# ---- block 1 ----
`src/rtl/alarm_bank.sv`:
```
// alarm_bank: N_ALARMS programmable alarms, each with a ring/snooze/timeout FSM stepped by min_tick.
// One-cycle event-to-output latency, no flow control; snooze logic only built with `ALARM_SNOOZE_EN.
module alarm_bank #(
   parameter int N_ALARMS   = 4,
   parameter int IDX_W      = (N_ALARMS > 1) ? $clog2(N_ALARMS) : 1,
   parameter int SNOOZE_MIN = 9,
   parameter int RING_MIN   = 5,
   parameter int MAX_SNOOZE = 3
) (
   input  logic                clk,
   input  logic                rst,
   input  logic                min_tick,
   input  logic [6:0]          tmin,
   input  logic [6:0]          thrs,
   input  logic [6:0]          tday,
   input  logic                wr_en,
   input  logic [IDX_W-1:0]    wr_idx,
   input  logic [6:0]          wr_min,
   input  logic [6:0]          wr_hrs,
   input  logic [6:0]          wr_days,
   input  logic                wr_on,
   input  logic                snooze,
   input  logic                dismiss,
   output logic                buzz,
   output logic [N_ALARMS-1:0] ringing,
   output logic [N_ALARMS-1:0] snoozed,
   output logic [N_ALARMS-1:0] missed,
   output logic [IDX_W-1:0]    ring_idx
);

   typedef enum logic [1:0] {
      S_IDLE = 2'd0,
      S_RING = 2'd1,
      S_SNZ  = 2'd2
   } state_t;

   localparam logic [6:0] L_RING_MIN = 7'(RING_MIN);

   if (N_ALARMS < 1 || N_ALARMS > 16 || SNOOZE_MIN < 1 || SNOOZE_MIN > 127 ||
       RING_MIN < 1 || RING_MIN > 127 || MAX_SNOOZE < 0 || MAX_SNOOZE > 15) begin : g_param_chk
      $error("alarm_bank: parameter out of range");
   end

   state_t              r_state     [N_ALARMS];
   state_t              w_state_nxt [N_ALARMS];
   logic [6:0]          r_cnt       [N_ALARMS];
   logic [6:0]          w_cnt_nxt   [N_ALARMS];
   logic [N_ALARMS-1:0] r_missed;
   logic [N_ALARMS-1:0] w_missed_nxt;

   logic [6:0]          r_min  [N_ALARMS];
   logic [6:0]          r_hrs  [N_ALARMS];
   logic [6:0]          r_days [N_ALARMS];
   logic [N_ALARMS-1:0] r_on;

   logic [N_ALARMS-1:0] w_wr_sel;
   logic [N_ALARMS-1:0] w_match;
   logic                w_day_ok;

`ifdef ALARM_SNOOZE_EN
   localparam logic [6:0] L_SNOOZE_MIN = 7'(SNOOZE_MIN);
   localparam logic [3:0] L_MAX_SNOOZE = 4'(MAX_SNOOZE);

   logic [3:0]          r_bud     [N_ALARMS];
   logic [3:0]          w_bud_nxt [N_ALARMS];
`else
   logic                w_unused_snooze;
   assign w_unused_snooze = snooze;
`endif

   // Match is evaluated against the configuration held before any same-cycle write.
   assign w_day_ok = (tday <= 7'd6);

   always_comb begin
      for (int i = 0; i < N_ALARMS; i++) begin
         w_wr_sel[i] = wr_en && (wr_idx == IDX_W'(i));
         w_match[i]  = r_on[i] && min_tick && w_day_ok &&
                       (tmin == r_min[i]) && (thrs == r_hrs[i]) && r_days[i][tday[2:0]];
      end
   end

   always_ff @(posedge clk or posedge rst) begin
      if (rst) begin
         for (int i = 0; i < N_ALARMS; i++) begin
            r_min[i]  <= '0;
            r_hrs[i]  <= '0;
            r_days[i] <= '0;
         end
         r_on <= '0;
      end else begin
         for (int i = 0; i < N_ALARMS; i++) begin
            if (w_wr_sel[i]) begin
               r_min[i]  <= wr_min;
               r_hrs[i]  <= wr_hrs;
               r_days[i] <= wr_days;
               r_on[i]   <= wr_on;
            end
         end
      end
   end

   always_ff @(posedge clk or posedge rst) begin
      if (rst) begin
         for (int i = 0; i < N_ALARMS; i++) begin
            r_state[i] <= S_IDLE;
            r_cnt[i]   <= '0;
`ifdef ALARM_SNOOZE_EN
            r_bud[i]   <= '0;
`endif
         end
         r_missed <= '0;
      end else begin
         for (int i = 0; i < N_ALARMS; i++) begin
            r_state[i] <= w_state_nxt[i];
            r_cnt[i]   <= w_cnt_nxt[i];
`ifdef ALARM_SNOOZE_EN
            r_bud[i]   <= w_bud_nxt[i];
`endif
         end
         r_missed <= w_missed_nxt;
      end
   end

   // The counter counts up while ringing and down while snoozed.
   always_comb begin
      w_missed_nxt = r_missed;
      for (int i = 0; i < N_ALARMS; i++) begin
         w_state_nxt[i] = r_state[i];
         w_cnt_nxt[i]   = r_cnt[i];
`ifdef ALARM_SNOOZE_EN
         w_bud_nxt[i]   = r_bud[i];
`endif
         if (w_wr_sel[i]) begin
            w_state_nxt[i]  = S_IDLE;
            w_missed_nxt[i] = 1'b0;
         end else begin
            case (r_state[i])
               S_IDLE: begin
                  if (!dismiss && w_match[i]) begin
                     w_state_nxt[i] = S_RING;
                     w_cnt_nxt[i]   = '0;
`ifdef ALARM_SNOOZE_EN
                     w_bud_nxt[i]   = L_MAX_SNOOZE;
`endif
                  end
               end
               S_RING: begin
                  if (dismiss) begin
                     w_state_nxt[i] = S_IDLE;
`ifdef ALARM_SNOOZE_EN
                  end else if (snooze) begin
                     if (r_bud[i] != 4'd0) begin
                        w_state_nxt[i] = S_SNZ;
                        w_cnt_nxt[i]   = L_SNOOZE_MIN;
                        w_bud_nxt[i]   = r_bud[i] - 4'd1;
                     end else begin
                        w_state_nxt[i] = S_IDLE;
                     end
`endif
                  end else if (min_tick) begin
                     w_cnt_nxt[i] = r_cnt[i] + 7'd1;
                     if (w_cnt_nxt[i] == L_RING_MIN) begin
                        w_state_nxt[i]  = S_IDLE;
                        w_cnt_nxt[i]    = '0;
                        w_missed_nxt[i] = 1'b1;
                     end
                  end
               end
`ifdef ALARM_SNOOZE_EN
               S_SNZ: begin
                  if (dismiss) begin
                     w_state_nxt[i] = S_IDLE;
                  end else if (min_tick) begin
                     if (r_cnt[i] == 7'd1) begin
                        w_state_nxt[i] = S_RING;
                        w_cnt_nxt[i]   = '0;
                     end else begin
                        w_cnt_nxt[i] = r_cnt[i] - 7'd1;
                     end
                  end
               end
`endif
               default: begin
                  w_state_nxt[i] = S_IDLE;
               end
            endcase
         end
      end
   end

   // Scanning downward leaves the lowest ringing index in ring_idx.
   always_comb begin
      ringing  = '0;
      snoozed  = '0;
      ring_idx = '0;
      for (int i = N_ALARMS - 1; i >= 0; i--) begin
         ringing[i] = (r_state[i] == S_RING);
`ifdef ALARM_SNOOZE_EN
         snoozed[i] = (r_state[i] == S_SNZ);
`endif
         if (r_state[i] == S_RING) begin
            ring_idx = IDX_W'(i);
         end
      end
      buzz = |ringing;
   end

   assign missed = r_missed;

endmodule

```
`config.mk`:
```
export PLATFORM = sky130hd
export DESIGN_NAME = alarm_bank
export DESIGN_NICKNAME = d
export VERILOG_FILES = /design/src/rtl/alarm_bank.sv
export SDC_FILE = /design/constraint.sdc
export NUM_CORES = 1
export LEC_CHECK = 0
export CORE_UTILIZATION = 35
export DETAILED_ROUTE_END_ITERATION = 8
export GPL_ROUTABILITY_DRIVEN = 0
export MAX_ROUTING_LAYER = met4
export SYNTH_ARGS = -nofsm -noshare
export SYNTH_HDL_FRONTEND = slang
export SYNTH_SLANG_ARGS = --single-unit
```
`constraint.sdc`:
```
create_clock -name clk -period 7.8 [get_ports clk]
set_input_delay 1.56 -clock clk [delete_from_list [all_inputs] [get_ports clk]]
set_output_delay 1.56 -clock clk [all_outputs]
set_load 0.02 [all_outputs]
```
# ---- block 2 ----
--- src/rtl/oob_retry_ctrl_if.sv ---
// Handshake between the link supervisor and the OOB sequencing engine.
// master = supervisor (drives start/allow/elecidle), slave = OOB engine.
interface oob_retry_ctrl_if;
   logic oob_start;
   logic cominit_allow;
   logic force_elecidle;
   logic oob_busy;
   logic oob_done;
   logic link_up;
   logic link_down;
   logic oob_error;
   logic oob_silence;
   logic cominit_req;

   modport master (
      output oob_start, cominit_allow, force_elecidle,
      input  oob_busy, oob_done, link_up, link_down, oob_error, oob_silence, cominit_req
   );

   modport slave (
      input  oob_start, cominit_allow, force_elecidle,
      output oob_busy, oob_done, link_up, link_down, oob_error, oob_silence, cominit_req
   );
endinterface

--- src/rtl/oob_retry_ctrl.sv ---
// SATA link bring-up supervisor: bounded OOB retries with exponential
// backoff, device COMINIT handling, AHCI-style DET and link-drop statistics.
// All outputs are registered from the next-state decode.
module oob_retry_ctrl #(
   parameter int MAX_RETRIES       = 8,
   parameter int BACKOFF_LOG2      = 10,
   parameter int BACKOFF_SHIFT_MAX = 4,
   parameter bit AUTO_START        = 1'b1
) (
   input  logic                  clk,
   input  logic                  rst,
   input  logic                  gtx_ready,
   input  logic                  rxbyteisaligned,
   input  logic                  set_offline,
   input  logic                  comreset_send,
   oob_retry_ctrl_if.master      eng,
   output logic                  phy_ready,
   output logic [3:0]            det,
   output logic [3:0]            retry_cnt,
   output logic [7:0]            link_drops,
   output logic                  oob_failed
);

   localparam int TW = BACKOFF_LOG2 + BACKOFF_SHIFT_MAX + 1;

   localparam logic [2:0] S_IDLE    = 3'd0;
   localparam logic [2:0] S_START   = 3'd1;
   localparam logic [2:0] S_WAIT    = 3'd2;
   localparam logic [2:0] S_LINK    = 3'd3;
   localparam logic [2:0] S_BACKOFF = 3'd4;
   localparam logic [2:0] S_FAILED  = 3'd5;
   localparam logic [2:0] S_OFFLINE = 3'd6;

   logic [2:0]    state, nxt;
   logic [TW-1:0] timer, timer_nxt;
   logic [3:0]    retry_nxt;
   logic [7:0]    drops_nxt;
   logic          start_nxt, allow_nxt, phy_nxt;
   logic [3:0]    det_nxt;

   // Engine completion is implied by link_up; the strobe is carried for
   // interface completeness only.
   logic unused_done;
   assign unused_done = eng.oob_done;

   // Backoff reload value: 2^(BACKOFF_LOG2 + min(k, cap)) - 1.
   function automatic logic [TW-1:0] backoff_load(input logic [3:0] k);
      int unsigned   e;
      logic [TW-1:0] one;
      one = 1;
      e   = BACKOFF_LOG2 + ((int'(k) > BACKOFF_SHIFT_MAX) ? BACKOFF_SHIFT_MAX : int'(k));
      return (one << e) - one;
   endfunction

   // Saturating increment for the link-drop statistic.
   function automatic logic [7:0] sat_inc8(input logic [7:0] v);
      return (v == 8'hFF) ? v : v + 8'd1;
   endfunction

   // Next-state, counter and output decode with event priority
   // comreset_send > set_offline > cominit_req > engine events.
   always_comb begin
      nxt       = state;
      timer_nxt = timer;
      retry_nxt = retry_cnt;
      drops_nxt = link_drops;
      start_nxt = 1'b0;
      allow_nxt = 1'b0;
      if (comreset_send) begin
         nxt       = S_START;
         retry_nxt = 4'd0;
      end else if (set_offline) begin
         nxt = S_OFFLINE;
      end else if (eng.cominit_req &&
                   (state == S_IDLE || state == S_LINK ||
                    state == S_BACKOFF || state == S_FAILED)) begin
         allow_nxt = 1'b1;
         nxt       = S_WAIT;
         if (state == S_FAILED) retry_nxt = 4'd0;
      end else begin
         case (state)
            S_IDLE:
               if (AUTO_START && gtx_ready) nxt = S_START;
            S_START:
               if (gtx_ready && !eng.oob_busy) begin
                  start_nxt = 1'b1;
                  nxt       = S_WAIT;
               end
            S_WAIT:
               // A successful link_up outranks a simultaneous failure report.
               if (eng.link_up) begin
                  nxt       = S_LINK;
                  retry_nxt = 4'd0;
               end else if (eng.oob_error || eng.oob_silence) begin
                  if (retry_cnt == 4'(MAX_RETRIES - 1)) begin
                     nxt       = S_FAILED;
                     retry_nxt = 4'(MAX_RETRIES);
                  end else begin
                     retry_nxt = retry_cnt + 4'd1;
                     timer_nxt = backoff_load(retry_cnt + 4'd1);
                     nxt       = S_BACKOFF;
                  end
               end
            S_LINK:
               if (eng.link_down) begin
                  drops_nxt = sat_inc8(link_drops);
                  retry_nxt = 4'd0;
                  timer_nxt = backoff_load(4'd0);
                  nxt       = S_BACKOFF;
               end
            S_BACKOFF:
               if (timer == '0) nxt = S_START;
               else             timer_nxt = timer - 1'b1;
            default: ;
         endcase
      end

      phy_nxt = (nxt == S_LINK) && gtx_ready && rxbyteisaligned;
      if (nxt == S_OFFLINE)                                       det_nxt = 4'd4;
      else if (phy_nxt)                                           det_nxt = 4'd3;
      else if (nxt == S_WAIT || nxt == S_BACKOFF || nxt == S_LINK) det_nxt = 4'd1;
      else                                                        det_nxt = 4'd0;
   end

   // State, counters and registered outputs.
   always_ff @(posedge clk) begin
      if (rst) begin
         state              <= S_IDLE;
         timer              <= '0;
         retry_cnt          <= 4'd0;
         link_drops         <= 8'd0;
         eng.oob_start      <= 1'b0;
         eng.cominit_allow  <= 1'b0;
         eng.force_elecidle <= 1'b0;
         phy_ready          <= 1'b0;
         det                <= 4'd0;
         oob_failed         <= 1'b0;
      end else begin
         state              <= nxt;
         timer              <= timer_nxt;
         retry_cnt          <= retry_nxt;
         link_drops         <= drops_nxt;
         eng.oob_start      <= start_nxt;
         eng.cominit_allow  <= allow_nxt;
         eng.force_elecidle <= (nxt == S_OFFLINE);
         phy_ready          <= phy_nxt;
         det                <= det_nxt;
         oob_failed         <= (nxt == S_FAILED);
      end
   end

endmodule

--- src/flat_wrapper.sv ---
// flat-port wrapper written by rule: the top's interface ports become plain ports
module oob_retry_ctrl_flat 
#(
   parameter int MAX_RETRIES       = 8,
   parameter int BACKOFF_LOG2      = 10,
   parameter int BACKOFF_SHIFT_MAX = 4,
   parameter bit AUTO_START        = 1'b1
)
  (clk, rst, gtx_ready, rxbyteisaligned, set_offline, comreset_send, phy_ready, det, retry_cnt, link_drops, oob_failed, eng_oob_start, eng_cominit_allow, eng_force_elecidle, eng_oob_busy, eng_oob_done, eng_link_up, eng_link_down, eng_oob_error, eng_oob_silence, eng_cominit_req);
  oob_retry_ctrl_if eng_i ();
  input  logic clk;
  input  logic rst;
  input  logic gtx_ready;
  input  logic rxbyteisaligned;
  input  logic set_offline;
  input  logic comreset_send;
  output logic phy_ready;
  output logic [3:0] det;
  output logic [3:0] retry_cnt;
  output logic [7:0] link_drops;
  output logic oob_failed;
  output wire logic [$bits(eng_i.oob_start)-1:0] eng_oob_start;
  output wire logic [$bits(eng_i.cominit_allow)-1:0] eng_cominit_allow;
  output wire logic [$bits(eng_i.force_elecidle)-1:0] eng_force_elecidle;
  input wire logic [$bits(eng_i.oob_busy)-1:0] eng_oob_busy;
  input wire logic [$bits(eng_i.oob_done)-1:0] eng_oob_done;
  input wire logic [$bits(eng_i.link_up)-1:0] eng_link_up;
  input wire logic [$bits(eng_i.link_down)-1:0] eng_link_down;
  input wire logic [$bits(eng_i.oob_error)-1:0] eng_oob_error;
  input wire logic [$bits(eng_i.oob_silence)-1:0] eng_oob_silence;
  input wire logic [$bits(eng_i.cominit_req)-1:0] eng_cominit_req;
  assign eng_oob_start = eng_i.oob_start;
  assign eng_cominit_allow = eng_i.cominit_allow;
  assign eng_force_elecidle = eng_i.force_elecidle;
  assign eng_i.oob_busy = eng_oob_busy;
  assign eng_i.oob_done = eng_oob_done;
  assign eng_i.link_up = eng_link_up;
  assign eng_i.link_down = eng_link_down;
  assign eng_i.oob_error = eng_oob_error;
  assign eng_i.oob_silence = eng_oob_silence;
  assign eng_i.cominit_req = eng_cominit_req;
  oob_retry_ctrl #(.MAX_RETRIES(MAX_RETRIES), .BACKOFF_LOG2(BACKOFF_LOG2), .BACKOFF_SHIFT_MAX(BACKOFF_SHIFT_MAX), .AUTO_START(AUTO_START)) u_core (.clk(clk), .rst(rst), .gtx_ready(gtx_ready), .rxbyteisaligned(rxbyteisaligned), .set_offline(set_offline), .comreset_send(comreset_send), .eng(eng_i), .phy_ready(phy_ready), .det(det), .retry_cnt(retry_cnt), .link_drops(link_drops), .oob_failed(oob_failed));
endmodule
--- config.mk ---
export PLATFORM = sky130hd
export DESIGN_NAME = oob_retry_ctrl_flat
export DESIGN_NICKNAME = d
export VERILOG_FILES = /design/src/rtl/oob_retry_ctrl_if.sv /design/src/rtl/oob_retry_ctrl.sv /design/src/flat_wrapper.sv
export SDC_FILE = /design/constraint.sdc
export NUM_CORES = 1
export LEC_CHECK = 0
export ABC_AREA = 1
export CAP_MARGIN = 20
export CORE_MARGIN = 1.5
export CORE_UTILIZATION = 55
export DETAILED_ROUTE_END_ITERATION = 7
export HOLD_SLACK_MARGIN = 0.06
export PLACE_DENSITY = 0.83
export SYNTH_ARGS = -nofsm -noshare
export SYNTH_HDL_FRONTEND = slang
export SYNTH_SLANG_ARGS = --single-unit
--- constraint.sdc ---
create_clock -name clk -period 3.53 [get_ports clk]
set_clock_uncertainty 0.05 [all_clocks]
set_input_delay 0.8825 -clock clk [delete_from_list [all_inputs] [get_ports clk]]
set_output_delay 0.8825 -clock clk [all_outputs]
set_load 0.005 [all_outputs]

==> layout pictures side by side <==
Routing congestion.
picture 1
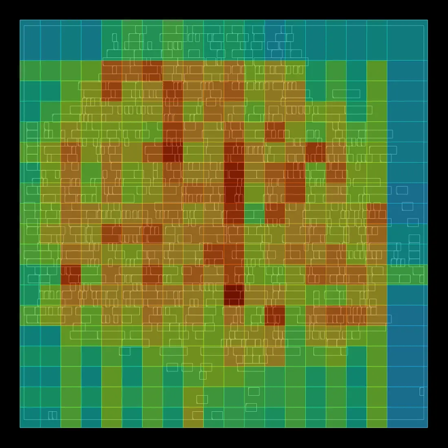
picture 2
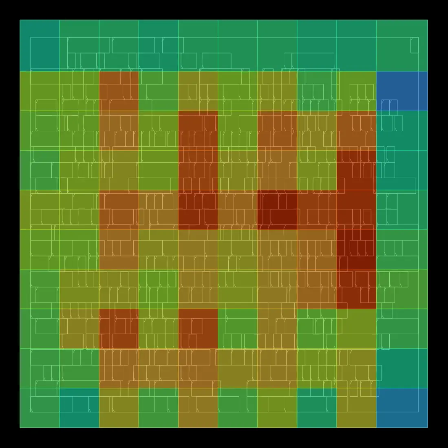
picture 2: block 2
picture 1: block 1
Of these, highest track usage: picture 2
Of these, most wire per cell: picture 1

Fig. 1: block 1, pin placement
Pins as bars across the die edge, other pins in grey.
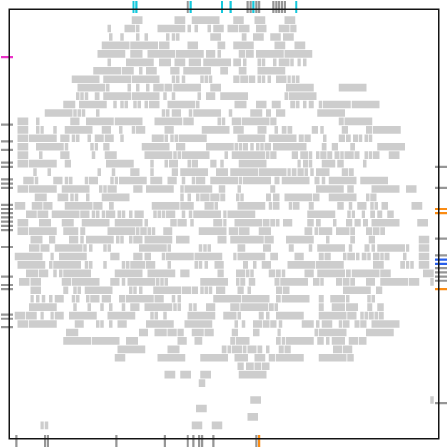
[`wr_days`] cyan | pins: 7 | direction: input | edge: top
[`missed`] orange | pins: 4 | direction: output | edge: 3 right, 1 bottom
[`ring_idx`] blue | pins: 2 | direction: output | edge: right
[`clk`] magenta | pins: 1 | direction: input | edge: left
all pins by edge: 23 left, 17 top, 14 right, 12 bottom
Die Wd: 137.9 µm
I/O Buffers: 60
Die Y: 137.9 µm

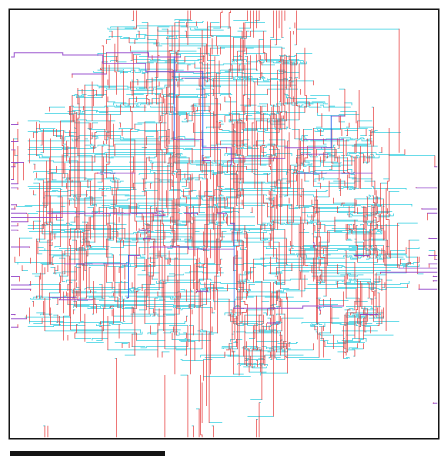
Fig. 2. Wiring by layer (block 1).
The bar under the picture is 50 µm long.
[M3] purple | wire length: 559 µm
[M2] red | wire length: 7530 µm
[M1] cyan | wire length: 7650 µm
[M4] blue | wire length: 106 µm

==> changes_impl.md, block 1 <==
## Flow update

* Status: complete, no violations
* Buffers excl. clock at 66
* Yosys chip area at 6464 µm²
* Final setup fails at 0
* Largest class: registers
* Vias in the first global route at 4821
* # placed instances at 972
* Placed instance area at 7207 µm²
* Largest family of logic cells by area: simple AND/OR/NAND/NOR gates
* Ys flop type: dfrtp_1
* Worst setup margin at 3.984 ns
* TNS Setup at 0 ns
* Leak Pwr at 3.568 nW
* Crit path required time at 8.10 ns
* Fin crit share at 48.93%
* Synth top area share at 48.01%
* ANT cells at 0
* Registers at 124
* Dominant logic cell types in the final layout: 213 x nand2_1, 124 x dfrtp_1, 60 x clkdlybuf4s50_1, 50 x xnor2_1, 37 x nor2_1
* Core area at 18020 µm²
* Biggest consumer: the clock network
* Met2 Use GR at 28.86%
* Nets at 821
* Worst R2R End: r_cnt[23]
* P_clk at 0.805 mW
* Final antenna-violating net count at 0
* Initial antenna violation count at 0
* Hold buffer count at cts at 0
* Final clock-cell share at 7.603%
* Met1 usage at 25.32%
* Fin crit period at 3.816 ns
* Final Non-Filler Cells at 1003
* Worst Hold End: r_days[9]
* Global-route wire length before repair at 25.93 mm
* Final WL at 15.85 mm
* Most instantiated logic cell after routing: nand2_1
* # resized after CTS at 0
* Largest net degree at the start of global routing at 67
* Simple-Gate Fraction of Synth Area at 23.83%
* Crit path DAT at 4.11 ns
* Fillers at 1804
* Top cells by area: dfrtp_1 48%, nand2_1 12%, xnor2_1 6.8%
* P_sw at 0.4567 mW
* Clock share of power at 44.1%
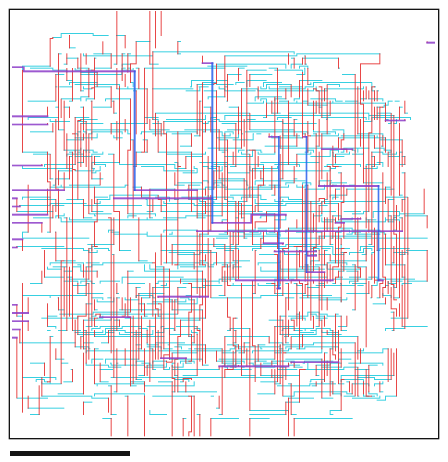
Fig. 3. Wiring by layer (block 2).
The bar under the picture is 20 µm long.
[M1] cyan | wire length: 2870 µm
[M2] red | wire length: 2750 µm
[M4] blue | wire length: 110 µm
[M3] purple | wire length: 238 µm

==> changes_impl.md, block 2 <==
## Flow update

* Status: complete, no violations
* Met1 usage at 33.39%
* Yosys warning tally at 0
* CTS Buf Count at 5
* DRC Markers at 0
* Storage cell area at 740.7 µm²
* Hold Crit Class: flip-flop to flip-flop
* Area growth, synth to finish at 18.18%
* Met2 Use GR at 42.78%
* Crit path from: u_core.retry_cnt[0]
* Largest family of logic cells by area: simple AND/OR/NAND/NOR gates
* Dpl ws at 0.5441 ns
* Slowest CP cell: dfxtp_1
* Cell taking the most area after synthesis: dfxtp_1
* P_int at 0.7090 mW
* Xor+xnor area frac at 1.032%
* I/O Buffers at 31
* Reg2reg path depth at 21
* CTS max path bufs at 2
* M3 GR Usage at 3.704%
* Synth unique cells at 38
* Synth Seq Share at 29.09%
* Avg Synthesized Cell Area at 6.225 µm²
* Number of logic gates at 292
* Commonest cells post-synth: 81 x nor2_1, 71 x nand2_1, 63 x inv_1
* Average vias per placed instance at 5.247
* Dominant logic cell types in the final layout: 81 x nor2_1, 71 x nand2_1, 63 x inv_1, 37 x dfxtp_1, 31 x clkdlybuf4s50_1
* P_sw at 0.2583 mW
* Total power at 0.9673 mW
* Chip Area at 5047 µm²
* Hold buffer count at cts at 0
* GR peak layer: met2
* Initial antenna violation count at 0
* # resized after CTS at 0
* GRT overflow at 0
* Synth top area share at 29.09%
* Largest net degree at the start of global routing at 18
* Tap cells at 52
* Worst setup path endpoint: u_core.timer[14]
* Global-route wire length before repair at 10.36 mm
* Hold Startpoint: u_core.timer[14]
* Worst setup SP type: flip-flop
* Worst R2R End: u_core.timer[14]
* Min Hold Slack at 0.4366 ns
* Final setup fails at 0
* Flop2flop setup slack at 0.49 ns
* Sw Ratio at 26.71%
* Worst Hold End: u_core.timer[14]
* Ys flop type: dfxtp_1
* Cell count after synthesis at 409
* Yosys stat cell total at 409
* Fmax at 328.5 MHz
* Fin crit period at 3.044 ns
* # clk buffers at 6
* Post-Synth AOI/OAI Area at 14.20%
* Top flop regs: u_core.timer (15), u_core.link_drops (8), u_core.retry_cnt (4)
* Top sig layer: met4
* Largest class: logic gates
* Die Wd at 71.04 µm
* P_clk at 0.391 mW
* Crit path DAT at 3.23 ns
* Crit path required time at 3.72 ns
* Clock share of power at 40.4%
* CP Capture Type: flip-flop
* Most frequent cell after synthesis: nor2_1

# ---- block 3 ----
Fig. 4: block 3, register map, names as in the netlist
Other sequential cells in the stronger grey, the rest of the logic in the fainter grey.
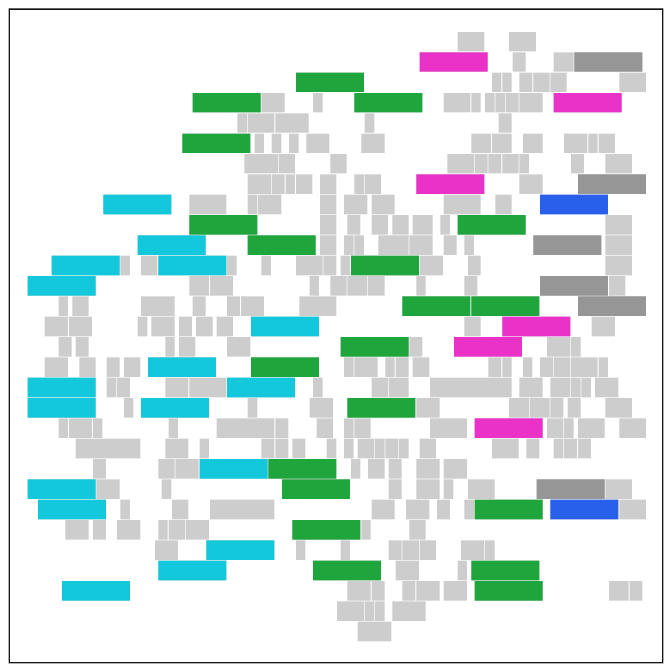
Fig. 5: block 3, pin placement
Pins as bars across the die edge, other pins in grey.
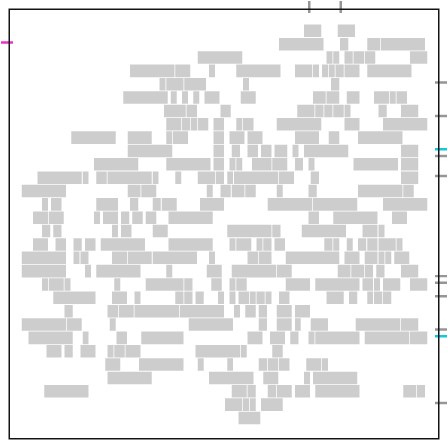
===== config.mk =====
export PLATFORM = sky130hd
export DESIGN_NAME = button_event
export DESIGN_NICKNAME = d
export VERILOG_FILES = /design/src/rtl/button_event.sv
export SDC_FILE = /design/constraint.sdc
export NUM_CORES = 1
export LEC_CHECK = 0
export CAP_MARGIN = 30
export CORE_MARGIN = 2
export CORE_UTILIZATION = 40
export CTS_CLUSTER_DIAMETER = 80
export DETAILED_ROUTE_END_ITERATION = 6
export PLACE_DENSITY_LB_ADDON = 0.2
export REMOVE_ABC_BUFFERS = 1
export SLEW_MARGIN = 20
export SYNTH_ARGS = -nofsm -noshare
export SYNTH_HDL_FRONTEND = slang
export SYNTH_SLANG_ARGS = --single-unit

===== constraint.sdc =====
create_clock -name clk -period 5.3 [get_ports clk]
set_input_delay 1.06 -clock clk [delete_from_list [all_inputs] [get_ports clk]]
set_output_delay 1.06 -clock clk [all_outputs]
set_load 0.03 [all_outputs]

===== src/rtl/button_event.sv =====
// Button gesture classifier: turns each debounced button channel into
// short-press, long-press and double-click event pulses. A single 1 ms tick
// prescaler is shared by all channels so each channel needs only a narrow
// millisecond counter.

module button_event_ch #(
   parameter int CW        = 10,
   parameter int LONG_MS   = 1000,
   parameter int DOUBLE_MS = 300
) (
   input  logic clk,
   input  logic rst_n,
   input  logic tick_i,
   input  logic key_level_i,
   input  logic key_rise_i,
   output logic short_o,
   output logic long_o,
   output logic dbl_o,
   output logic busy_o
);

   typedef enum logic [2:0] {IDLE, PRESS1, LONG, WAIT2, PRESS2} state_t;

   localparam logic [CW-1:0] LONG_C = CW'(LONG_MS);
   localparam logic [CW-1:0] DBL_C  = CW'(DOUBLE_MS);

   state_t          state_q;
   logic [CW-1:0]   cnt_q;
   logic            short_q, long_q, dbl_q, busy_q;

   // Gesture FSM with its ms counter and registered event pulses.
   // The counter assignment in each transition branch overrides the tick
   // increment above it, so every state change restarts timing from zero.
   always_ff @(posedge clk or negedge rst_n) begin
      if (!rst_n) begin
         state_q <= IDLE;
         cnt_q   <= '0;
         short_q <= 1'b0;
         long_q  <= 1'b0;
         dbl_q   <= 1'b0;
         busy_q  <= 1'b0;
      end else begin
         short_q <= 1'b0;
         long_q  <= 1'b0;
         dbl_q   <= 1'b0;
         if (tick_i && (cnt_q != '1)) cnt_q <= cnt_q + 1'b1;
         unique case (state_q)
            IDLE: begin
               if (key_rise_i) begin
                  state_q <= PRESS1;
                  cnt_q   <= '0;
                  busy_q  <= 1'b1;
               end
            end
            PRESS1: begin
               // release wins over the long threshold in the same cycle
               if (!key_level_i) begin
                  state_q <= WAIT2;
                  cnt_q   <= '0;
               end else if (cnt_q == LONG_C) begin
                  long_q  <= 1'b1;
                  state_q <= LONG;
                  cnt_q   <= '0;
               end
            end
            LONG: begin
               if (!key_level_i) begin
                  state_q <= IDLE;
                  cnt_q   <= '0;
                  busy_q  <= 1'b0;
               end
            end
            WAIT2: begin
               // a second press wins over the double-click timeout
               if (key_rise_i) begin
                  state_q <= PRESS2;
                  cnt_q   <= '0;
               end else if (cnt_q == DBL_C) begin
                  short_q <= 1'b1;
                  state_q <= IDLE;
                  cnt_q   <= '0;
                  busy_q  <= 1'b0;
               end
            end
            PRESS2: begin
               if (!key_level_i) begin
                  dbl_q   <= 1'b1;
                  state_q <= IDLE;
                  cnt_q   <= '0;
                  busy_q  <= 1'b0;
               end
            end
            default: begin
               state_q <= IDLE;
               cnt_q   <= '0;
               busy_q  <= 1'b0;
            end
         endcase
      end
   end

   assign short_o = short_q;
   assign long_o  = long_q;
   assign dbl_o   = dbl_q;
   assign busy_o  = busy_q;

endmodule

module button_event #(
   parameter int BUTTON_WIDTH = 2,
   parameter int SYS_CLOCK    = 100_000_000,
   parameter int LONG_MS      = 1000,
   parameter int DOUBLE_MS    = 300
) (
   input  logic                    clk,
   input  logic                    rst_n,
   input  logic [BUTTON_WIDTH-1:0] key_level,
   input  logic [BUTTON_WIDTH-1:0] key_rise,
   output logic [BUTTON_WIDTH-1:0] short_press,
   output logic [BUTTON_WIDTH-1:0] long_press,
   output logic [BUTTON_WIDTH-1:0] double_click,
   output logic [BUTTON_WIDTH-1:0] busy
);

   localparam int TICK_DIV = SYS_CLOCK / 1000;
   localparam int PW       = $clog2(TICK_DIV);
   localparam int MAX_MS   = (LONG_MS > DOUBLE_MS) ? LONG_MS : DOUBLE_MS;
   localparam int CW       = $clog2(MAX_MS + 1);

   localparam logic [PW-1:0] TICK_MAX = PW'(TICK_DIV - 1);

   logic [PW-1:0] pre_q;
   logic          tick;

   assign tick = (pre_q == TICK_MAX);

   // Free-running 1 ms prescaler; only reset clears it, so a gesture can
   // start anywhere in a tick period (timing resolution -1 ms / +0).
   always_ff @(posedge clk or negedge rst_n) begin
      if (!rst_n)    pre_q <= '0;
      else if (tick) pre_q <= '0;
      else           pre_q <= pre_q + 1'b1;
   end

   for (genvar g = 0; g < BUTTON_WIDTH; g++) begin : g_ch
      button_event_ch #(
         .CW        (CW),
         .LONG_MS   (LONG_MS),
         .DOUBLE_MS (DOUBLE_MS)
      ) u_ch (
         .clk         (clk),
         .rst_n       (rst_n),
         .tick_i      (tick),
         .key_level_i (key_level[g]),
         .key_rise_i  (key_rise[g]),
         .short_o     (short_press[g]),
         .long_o      (long_press[g]),
         .dbl_o       (double_click[g]),
         .busy_o      (busy[g])
      );
   end

endmodule

==> changes_impl.md <==
## Flow update

* Average vias per placed instance at 5.435
* Yosys warning tally at 0
* Worst setup path endpoint: g_ch[0].u_ch.cnt_q[7]
* Top flop regs: g_ch.u_ch.cnt_q (20), pre_q (17), g_ch.u_ch.state_q (6)
* Cell taking the most area after synthesis: dfrtp_1
* Status: complete, no violations
* # clk buffers at 5
* Design area at 3018 µm²
* Slowest CP cell: or4_4
* Final clock-cell share at 3.524%
* Most instantiated logic cell after routing: dfrtp_1
* Gr usage total at 14.37%
* Synth mux share at 2.892%
* Worst slew pin tran at 0.7691 ns
* Wire length on met2 at 2.250 mm
* Fin crit share at 45.78%
* Final Max Slew Viols at 0
* GRT overflow at 0
* Synth unique cells at 41
* Comb power frac at 24.4%
* Largest Register: g_ch.u_ch.cnt_q
* Met2 Use GR at 22.76%
* Initial detailed-routing violation count at 120
* Final setup fails at 0
* # placed instances at 365
* Number of logic gates at 211
* Worst R2R End: g_ch[0].u_ch.cnt_q[7]
* Worst-path clk slew at 0.09 ns
* Yosys chip area at 2769 µm²
* Min Hold Slack at 0.5001 ns
* Clock Skews at 0.009313 ns
* Final WL at 4.979 mm
* Worst R2R Start: pre_q[5]
* Crit-path max cell delay at 0.78 ns
* Storage cell area at 1276 µm²
* Dpl ws at 2.585 ns
* CP Depth at 4
* WS Path Type: flip-flop to flip-flop
* Root Driver: clkbuf_8
* Avg Synthesized Cell Area at 9.614 µm²
* P_clk at 0.263 mW
* Worst Hold End: pre_q[4]
* Crit Path Max Fanout at 18
* #FFs+latches synth at 51
* Synth top area share at 46.09%
Notes on Fig. 4 above:
[`pre_q`] cyan | sequential cells: 17
[`g_ch.u_ch.long_o`] blue | sequential cells: 2
[`g_ch.u_ch.cnt_q`] green | sequential cells: 20
[`g_ch.u_ch.state_q`] magenta | sequential cells: 6
not coloured: 6

Notes on Fig. 5 above:
[`clk`] magenta | pins: 1 | direction: input | edge: left
[`long_press`] cyan | pins: 2 | direction: output | edge: right



==> notes/layouts.md <==
Pictures saved along the way, in no particular order.

Clock distribution.
shot_01.png
The bar under the picture is 20 µm long.
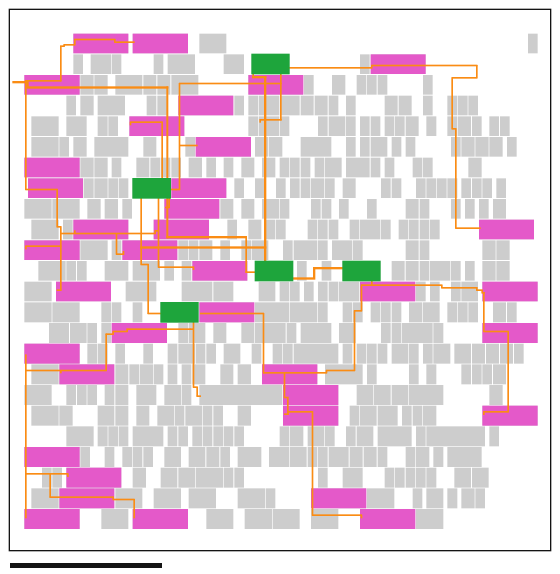
shot_02.png
The bar under the picture is 20 µm long.
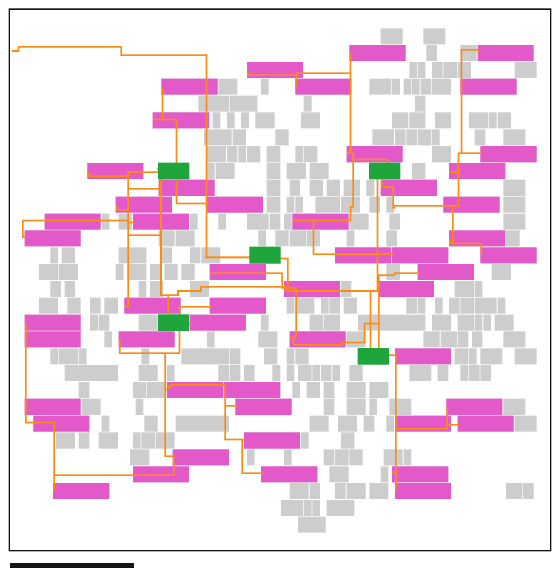
shot_03.png
The bar under the picture is 50 µm long.
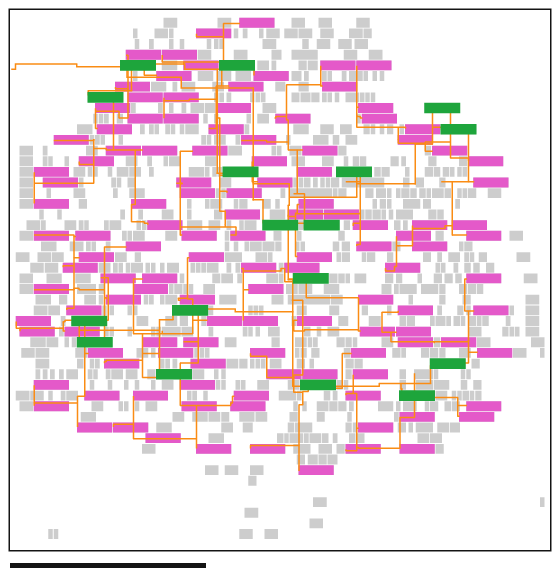
shot_02.png comes from block 3.
shot_01.png comes from block 2.
shot_03.png comes from block 1.
Of these, largest die: shot_03.png
Of these, fewest sequential cells: shot_01.png

Key to shot_03.png:
[clock wires] orange | length: 1750 µm
[flip-flops] magenta | count: 124
[clock-net drivers] green | count: 17
routed clock nets: 18

Power and IR drop assume default switching activity.
